# block 1

**src/rtl/serial_deserializer.sv**
```systemverilog
// serial_deserializer
//   Serial-in, parallel-out receiver. Assembles accepted serial bits into
//   w-bit words (MSB-first or LSB-first, chosen per word) and holds each
//   completed word in a one-entry buffer released by a valid/ready handshake.
//
// Ports
//   clk        in   clock, all state on rising edge
//   rst        in   synchronous active-high reset
//   en         in   bit-sampling enable (handshake ignores it)
//   sin        in   serial data bit
//   sin_valid  in   sin carries a bit this cycle
//   msb_first  in   bit order for the next word (latched on its first bit)
//   clear      in   abort partial word, clear overflow
//   o          out  held word
//   o_valid    out  o holds an unconsumed word
//   o_ready    in   consumer takes o this cycle
//   overflow   out  sticky: a completed word was dropped
//   busy       out  partial word in progress
//   bit_count  out  bits accepted in the current word
module serial_deserializer #(
  parameter int w = 8
) (
  input  logic                 clk,
  input  logic                 rst,
  input  logic                 en,
  input  logic                 sin,
  input  logic                 sin_valid,
  input  logic                 msb_first,
  input  logic                 clear,
  output logic [w-1:0]         o,
  output logic                 o_valid,
  input  logic                 o_ready,
  output logic                 overflow,
  output logic                 busy,
  output logic [$clog2(w)-1:0] bit_count
);

  localparam int CW = $clog2(w);

  typedef enum logic {IDLE = 1'b0, SHIFT = 1'b1} state_t;

  state_t        state_q;
  logic [w-1:0]  sr_q;
  logic          order_q;

  logic          accept;
  logic          order_eff;
  logic          last;
  logic          xfer;
  logic [w-1:0]  shifted;

  assign accept    = en && sin_valid && !clear;
  // The order input only matters for the first bit of a word; after that
  // the latched copy governs so mid-word changes are ignored.
  assign order_eff = (state_q == IDLE) ? msb_first : order_q;
  assign shifted   = order_eff ? {sr_q[w-2:0], sin} : {sin, sr_q[w-1:1]};
  assign last      = accept && (bit_count == CW'(w - 1));
  assign xfer      = o_valid && o_ready;
  assign busy      = (state_q == SHIFT);

  always_ff @(posedge clk) begin
    if (rst) begin
      state_q   <= IDLE;
      sr_q      <= '0;
      order_q   <= 1'b1;
      bit_count <= '0;
      o         <= '0;
      o_valid   <= 1'b0;
      overflow  <= 1'b0;
    end else begin
      // Default handshake: a transfer empties the buffer; a completion
      // below may refill it on the same edge.
      if (xfer) o_valid <= 1'b0;

      if (clear) begin
        state_q   <= IDLE;
        sr_q      <= '0;
        bit_count <= '0;
        overflow  <= 1'b0;
      end else if (accept) begin
        if (state_q == IDLE) order_q <= msb_first;
        if (last) begin
          state_q   <= IDLE;
          sr_q      <= '0;
          bit_count <= '0;
          if (!o_valid || xfer) begin
            o       <= shifted;
            o_valid <= 1'b1;
          end else begin
            overflow <= 1'b1;
          end
        end else begin
          state_q   <= SHIFT;
          sr_q      <= shifted;
          bit_count <= bit_count + 1'b1;
        end
      end
    end
  end

endmodule

```
**config.mk**
```make
export PLATFORM = sky130hd
export DESIGN_NAME = serial_deserializer
export DESIGN_NICKNAME = d
export VERILOG_FILES = /design/src/rtl/serial_deserializer.sv
export SDC_FILE = /design/constraint.sdc
export NUM_CORES = 1
export LEC_CHECK = 0
export CAP_MARGIN = 15
export CORE_ASPECT_RATIO = 1.25
export CORE_MARGIN = 2
export CORE_UTILIZATION = 40
export CTS_BUF_LIST = sky130_fd_sc_hd__clkbuf_2 sky130_fd_sc_hd__clkbuf_4 sky130_fd_sc_hd__clkbuf_8
export DETAILED_ROUTE_END_ITERATION = 8
export PLACE_DENSITY = 0.8
export SLEW_MARGIN = 25
export SYNTH_ARGS = -nofsm -noshare
export SYNTH_HDL_FRONTEND = slang
export SYNTH_SLANG_ARGS = --single-unit
```
**constraint.sdc**
```tcl
create_clock -name clk -period 1.5 [get_ports clk]
set_clock_uncertainty 0.1 [all_clocks]
set_input_delay 0.15 -clock clk [delete_from_list [all_inputs] [get_ports clk]]
set_output_delay 0.15 -clock clk [all_outputs]
set_load 0.03 [all_outputs]
```
# block 2

==> config.mk <==
export PLATFORM = sky130hd
export DESIGN_NAME = rect_meter_flat
export DESIGN_NICKNAME = d
export VERILOG_FILES = /design/src/rtl/rect_meter_if.sv /design/src/rtl/rect_meter.sv /design/src/flat_wrapper.sv
export SDC_FILE = /design/constraint.sdc
export NUM_CORES = 1
export LEC_CHECK = 0
export ABC_AREA = 1
export CORE_MARGIN = 2
export CORE_UTILIZATION = 30
export CTS_CLUSTER_SIZE = 20
export DETAILED_ROUTE_END_ITERATION = 6
export SLEW_MARGIN = 15
export SYNTH_ARGS = -nofsm -noshare
export SYNTH_HDL_FRONTEND = slang
export SYNTH_SLANG_ARGS = --single-unit
==> constraint.sdc <==
create_clock -name clk -period 3.7 [get_ports clk]
set_input_delay 0.74 -clock clk [delete_from_list [all_inputs] [get_ports clk]]
set_output_delay 0.74 -clock clk [all_outputs]
set_load 0.1 [all_outputs]
==> src/rtl/rect_meter_if.sv <==
// Handshake and result bundle between a rect_meter and its controller.
// The controller (master) drives start/ack and the waveform; the meter (slave) returns results.
interface rect_meter_if #(
    parameter int CNT_W = 16
);
    logic             start;
    logic             sig_in;
    logic             ack;
    logic [CNT_W-1:0] td;
    logic [CNT_W-1:0] th;
    logic [CNT_W-1:0] tl;
    logic [CNT_W:0]   period;
    logic             valid;
    logic             ovf;
    logic             busy;

    modport master (
        output start, sig_in, ack,
        input  td, th, tl, period, valid, ovf, busy
    );

    modport slave (
        input  start, sig_in, ack,
        output td, th, tl, period, valid, ovf, busy
    );
endinterface

==> src/rtl/rect_meter.sv <==
// Measures start-to-rise delay, high time and low time of an asynchronous rectangular
// waveform in clock cycles, with saturation abort and a valid/ack result handshake.
module rect_meter #(
    parameter int CNT_W       = 16,
    parameter int SYNC_STAGES = 2
) (
    input  logic        clk,
    input  logic        rst_n,
    rect_meter_if.slave mif
);
    typedef enum logic [2:0] {
        S_IDLE,
        S_WAIT_RISE,
        S_HIGH,
        S_LOW,
        S_DONE
    } state_t;

    localparam logic [CNT_W-1:0] CNT_MAX    = '1;
    localparam logic [CNT_W-1:0] CNT_ONE    = CNT_W'(1);
    localparam logic [CNT_W:0]   PERIOD_SAT = {1'b0, CNT_MAX} + {1'b0, CNT_MAX};

    state_t           state_reg, state_next;
    logic [CNT_W-1:0] count_reg, count_next;
    logic [CNT_W-1:0] td_reg, td_next;
    logic [CNT_W-1:0] th_reg, th_next;
    logic [CNT_W-1:0] tl_reg, tl_next;
    logic [CNT_W:0]   period_reg, period_next;
    logic             ovf_reg, ovf_next;

    logic [SYNC_STAGES-1:0] sync_reg;
    logic                   sig_d_reg;
    logic                   sig_s;
    logic                   rise;
    logic                   fall;
    logic [CNT_W-1:0]       cnt_inc;
    logic                   at_sat;

    // Synchronizer plus one delayed copy of its output for edge detection.
    always_ff @(posedge clk or negedge rst_n) begin
        if (!rst_n) begin
            sync_reg  <= '0;
            sig_d_reg <= 1'b0;
        end else begin
            sync_reg  <= {sync_reg[SYNC_STAGES-2:0], mif.sig_in};
            sig_d_reg <= sig_s;
        end
    end

    assign sig_s   = sync_reg[SYNC_STAGES-1];
    assign rise    = sig_s & ~sig_d_reg;
    assign fall    = ~sig_s & sig_d_reg;
    assign cnt_inc = count_reg + CNT_ONE;
    // The count about to reach its ceiling aborts the measurement, even on an edge cycle.
    assign at_sat  = (cnt_inc == CNT_MAX);

    always_ff @(posedge clk or negedge rst_n) begin
        if (!rst_n) begin
            state_reg  <= S_IDLE;
            count_reg  <= '0;
            td_reg     <= '0;
            th_reg     <= '0;
            tl_reg     <= '0;
            period_reg <= '0;
            ovf_reg    <= 1'b0;
        end else begin
            state_reg  <= state_next;
            count_reg  <= count_next;
            td_reg     <= td_next;
            th_reg     <= th_next;
            tl_reg     <= tl_next;
            period_reg <= period_next;
            ovf_reg    <= ovf_next;
        end
    end

    always_comb begin
        state_next  = state_reg;
        count_next  = count_reg;
        td_next     = td_reg;
        th_next     = th_reg;
        tl_next     = tl_reg;
        period_next = period_reg;
        ovf_next    = ovf_reg;
        case (state_reg)
            S_IDLE: begin
                if (mif.start) begin
                    state_next = S_WAIT_RISE;
                    ovf_next   = 1'b0;
                    count_next = '0;
                end
            end
            S_WAIT_RISE: begin
                if (at_sat) begin
                    state_next  = S_DONE;
                    ovf_next    = 1'b1;
                    td_next     = CNT_MAX;
                    th_next     = CNT_MAX;
                    tl_next     = CNT_MAX;
                    period_next = PERIOD_SAT;
                end else if (rise) begin
                    state_next = S_HIGH;
                    td_next    = cnt_inc;
                    count_next = '0;
                end else begin
                    count_next = cnt_inc;
                end
            end
            S_HIGH: begin
                if (at_sat) begin
                    state_next  = S_DONE;
                    ovf_next    = 1'b1;
                    th_next     = CNT_MAX;
                    tl_next     = CNT_MAX;
                    period_next = PERIOD_SAT;
                end else if (fall) begin
                    state_next = S_LOW;
                    th_next    = cnt_inc;
                    count_next = '0;
                end else begin
                    count_next = cnt_inc;
                end
            end
            S_LOW: begin
                if (at_sat) begin
                    state_next  = S_DONE;
                    ovf_next    = 1'b1;
                    tl_next     = CNT_MAX;
                    period_next = {1'b0, th_reg} + {1'b0, CNT_MAX};
                end else if (rise) begin
                    state_next  = S_DONE;
                    tl_next     = cnt_inc;
                    period_next = {1'b0, th_reg} + {1'b0, cnt_inc};
                end else begin
                    count_next = cnt_inc;
                end
            end
            S_DONE: begin
                // Acknowledge with a fresh start chains straight into the next measurement.
                if (mif.ack) begin
                    if (mif.start) begin
                        state_next = S_WAIT_RISE;
                        ovf_next   = 1'b0;
                        count_next = '0;
                    end else begin
                        state_next = S_IDLE;
                    end
                end
            end
            default: state_next = S_IDLE;
        endcase
    end

    assign mif.td     = td_reg;
    assign mif.th     = th_reg;
    assign mif.tl     = tl_reg;
    assign mif.period = period_reg;
    assign mif.ovf    = ovf_reg;
    assign mif.valid  = (state_reg == S_DONE);
    assign mif.busy   = (state_reg == S_WAIT_RISE) || (state_reg == S_HIGH) || (state_reg == S_LOW);
endmodule

==> src/flat_wrapper.sv <==
// flat-port wrapper written by rule: the top's interface ports become plain ports
module rect_meter_flat 
#(
    parameter int CNT_W       = 16,
    parameter int SYNC_STAGES = 2
)
  (clk, rst_n, mif_start, mif_sig_in, mif_ack, mif_td, mif_th, mif_tl, mif_period, mif_valid, mif_ovf, mif_busy);
  rect_meter_if #(.CNT_W(CNT_W)) mif_i ();
  input  logic clk;
  input  logic rst_n;
  input wire logic [$bits(mif_i.start)-1:0] mif_start;
  input wire logic [$bits(mif_i.sig_in)-1:0] mif_sig_in;
  input wire logic [$bits(mif_i.ack)-1:0] mif_ack;
  output wire logic [$bits(mif_i.td)-1:0] mif_td;
  output wire logic [$bits(mif_i.th)-1:0] mif_th;
  output wire logic [$bits(mif_i.tl)-1:0] mif_tl;
  output wire logic [$bits(mif_i.period)-1:0] mif_period;
  output wire logic [$bits(mif_i.valid)-1:0] mif_valid;
  output wire logic [$bits(mif_i.ovf)-1:0] mif_ovf;
  output wire logic [$bits(mif_i.busy)-1:0] mif_busy;
  assign mif_i.start = mif_start;
  assign mif_i.sig_in = mif_sig_in;
  assign mif_i.ack = mif_ack;
  assign mif_td = mif_i.td;
  assign mif_th = mif_i.th;
  assign mif_tl = mif_i.tl;
  assign mif_period = mif_i.period;
  assign mif_valid = mif_i.valid;
  assign mif_ovf = mif_i.ovf;
  assign mif_busy = mif_i.busy;
  rect_meter #(.CNT_W(CNT_W), .SYNC_STAGES(SYNC_STAGES)) u_core (.clk(clk), .rst_n(rst_n), .mif(mif_i));
endmodule

## Gallery

Selected gate families.
image #1
(3 px per um)
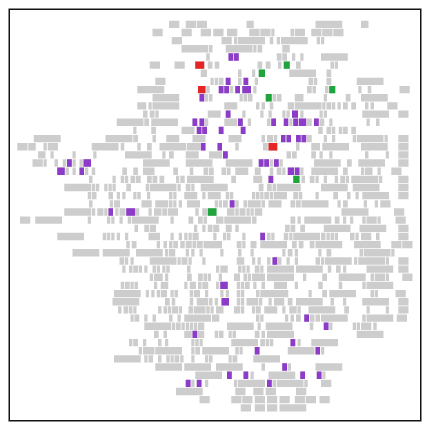
image #2
(6 px per um)
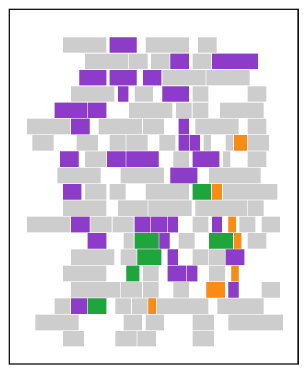
image #1 -> block 2
image #2 -> block 1
The one with the most cells is image #1.
The one with the largest die is image #1.

Block 1, sizing map:
(6 px per um)
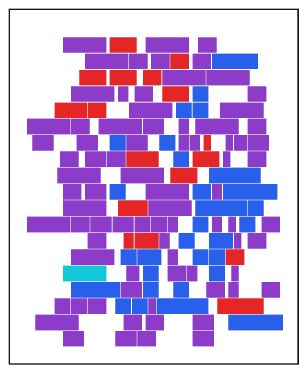
legend:
  purple:
    size: x1 and smaller
    cells: 79
    share: 62%
  cyan:
    size: x6 and larger
    cells: 1
    share: 0.79%
  blue:
    size: x3 and x4
    cells: 30
    share: 24%
  red:
    size: x2
    cells: 17
    share: 13%

==> flow_metrics.tcl, block 1 <==
# place-and-route summary
set metrics [dict create \
    status "finished, violations left" \
    violations "negative setup slack" \
    final_common_cell "dfxtp_1" \
    dr_wl_met3_um 68 \
    clock_area_share_pct 1.91 \
    die_h_um 58.9 \
    critPathArrivalTime_ps 1700 \
    slew_headroom_pct 78.3 \
    layout_setup_ws_ps -60.3 \
    cp.depth 5 \
    setup_viol 9 \
    fin_crit_sh_pct 104 \
    hpwl_mm 1.67 \
    wl_met2_mm 1.15 \
    coreArea_um2 2230 \
    worst-slew-pin-transition_ps 316 \
    slew_violations 0 \
    seq-cell-share_pct 32.8 \
]
Block 2, routing congestion map:
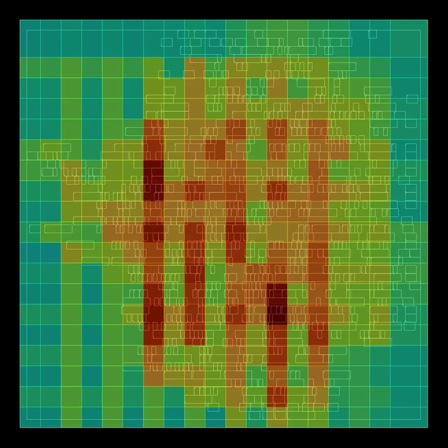
met2 GRT Util: 28.1%
Finished Core Util: 37.9%
Avg WL per Cell: 15.6 um

Block 2, sizing map:
(3 px per um)
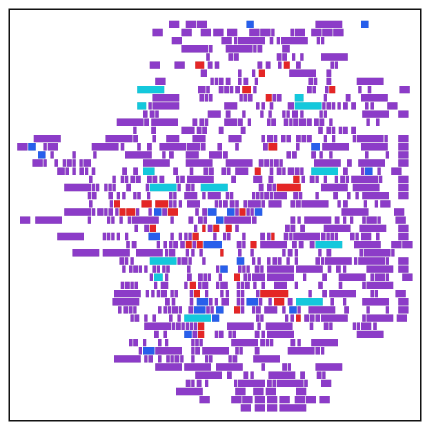
legend:
  purple:
    size: x1 and smaller
    cells: 738
    share: 91%
  cyan:
    size: x6 and larger
    cells: 13
    share: 1.6%
  red:
    size: x2
    cells: 36
    share: 4.4%
  blue:
    size: x3 and x4
    cells: 23
    share: 2.8%

==> flow_metrics.tcl, block 2 <==
# place-and-route summary
set metrics [dict create \
    worstPathRequired_ps 3950 \
    antenna_found_initial 0 \
    netlist.top_cell.by_area "dfrtp_1" \
    clk_pin_slew_ps 70 \
    cts_resized 0 \
    clock_area_share_pct 4.34 \
    top_layer "met4" \
    ys_cells 735 \
    postCtsHoldBufs 0 \
    reg2reg_setup_slack_ps 350 \
    synth-warning-count 0 \
    initial_core_util_pct 30.6 \
    nWellTaps 225 \
    ios 73 \
    worst-slew-pin-transition_ps 1120 \
    r2r-end "u_core.mif.period[14]$_DFFE_PN0P_" \
    status "finished, final reports clean" \
    finalHoldViolCount 0 \
    grtUsageMet1_pct 25.1 \
    flop_area_um2 2200 \
]


## Gallery

Placed cells, one colour a class.
shot_01.png
(3 px per um) Fill, decap, tap and diode cells in grey.
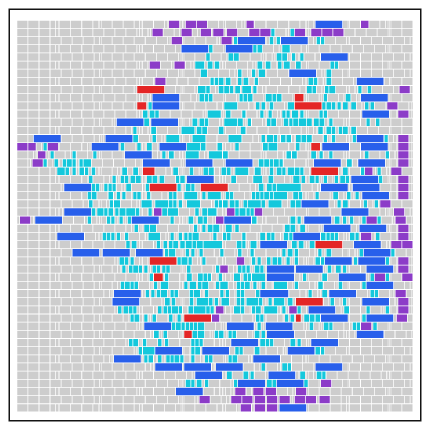
shot_02.png
(6 px per um) Fill, decap, tap and diode cells in grey.
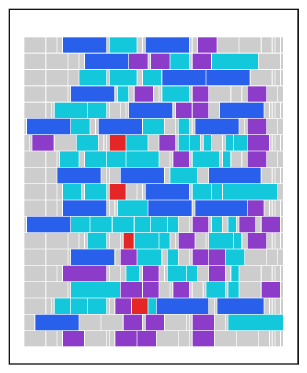
For block 1, see shot_02.png.
For block 2, see shot_01.png.
Of these, highest utilization: shot_02.png
Of these, most cells: shot_01.png

Key to shot_01.png:
legend:
  cyan:
    class: remaining logic cells
    cells: 623
  purple:
    class: remaining buffers and delay cells
    cells: 83
  blue:
    class: registers
    cells: 88
  red:
    class: clock drivers and dummy loads
    cells: 16

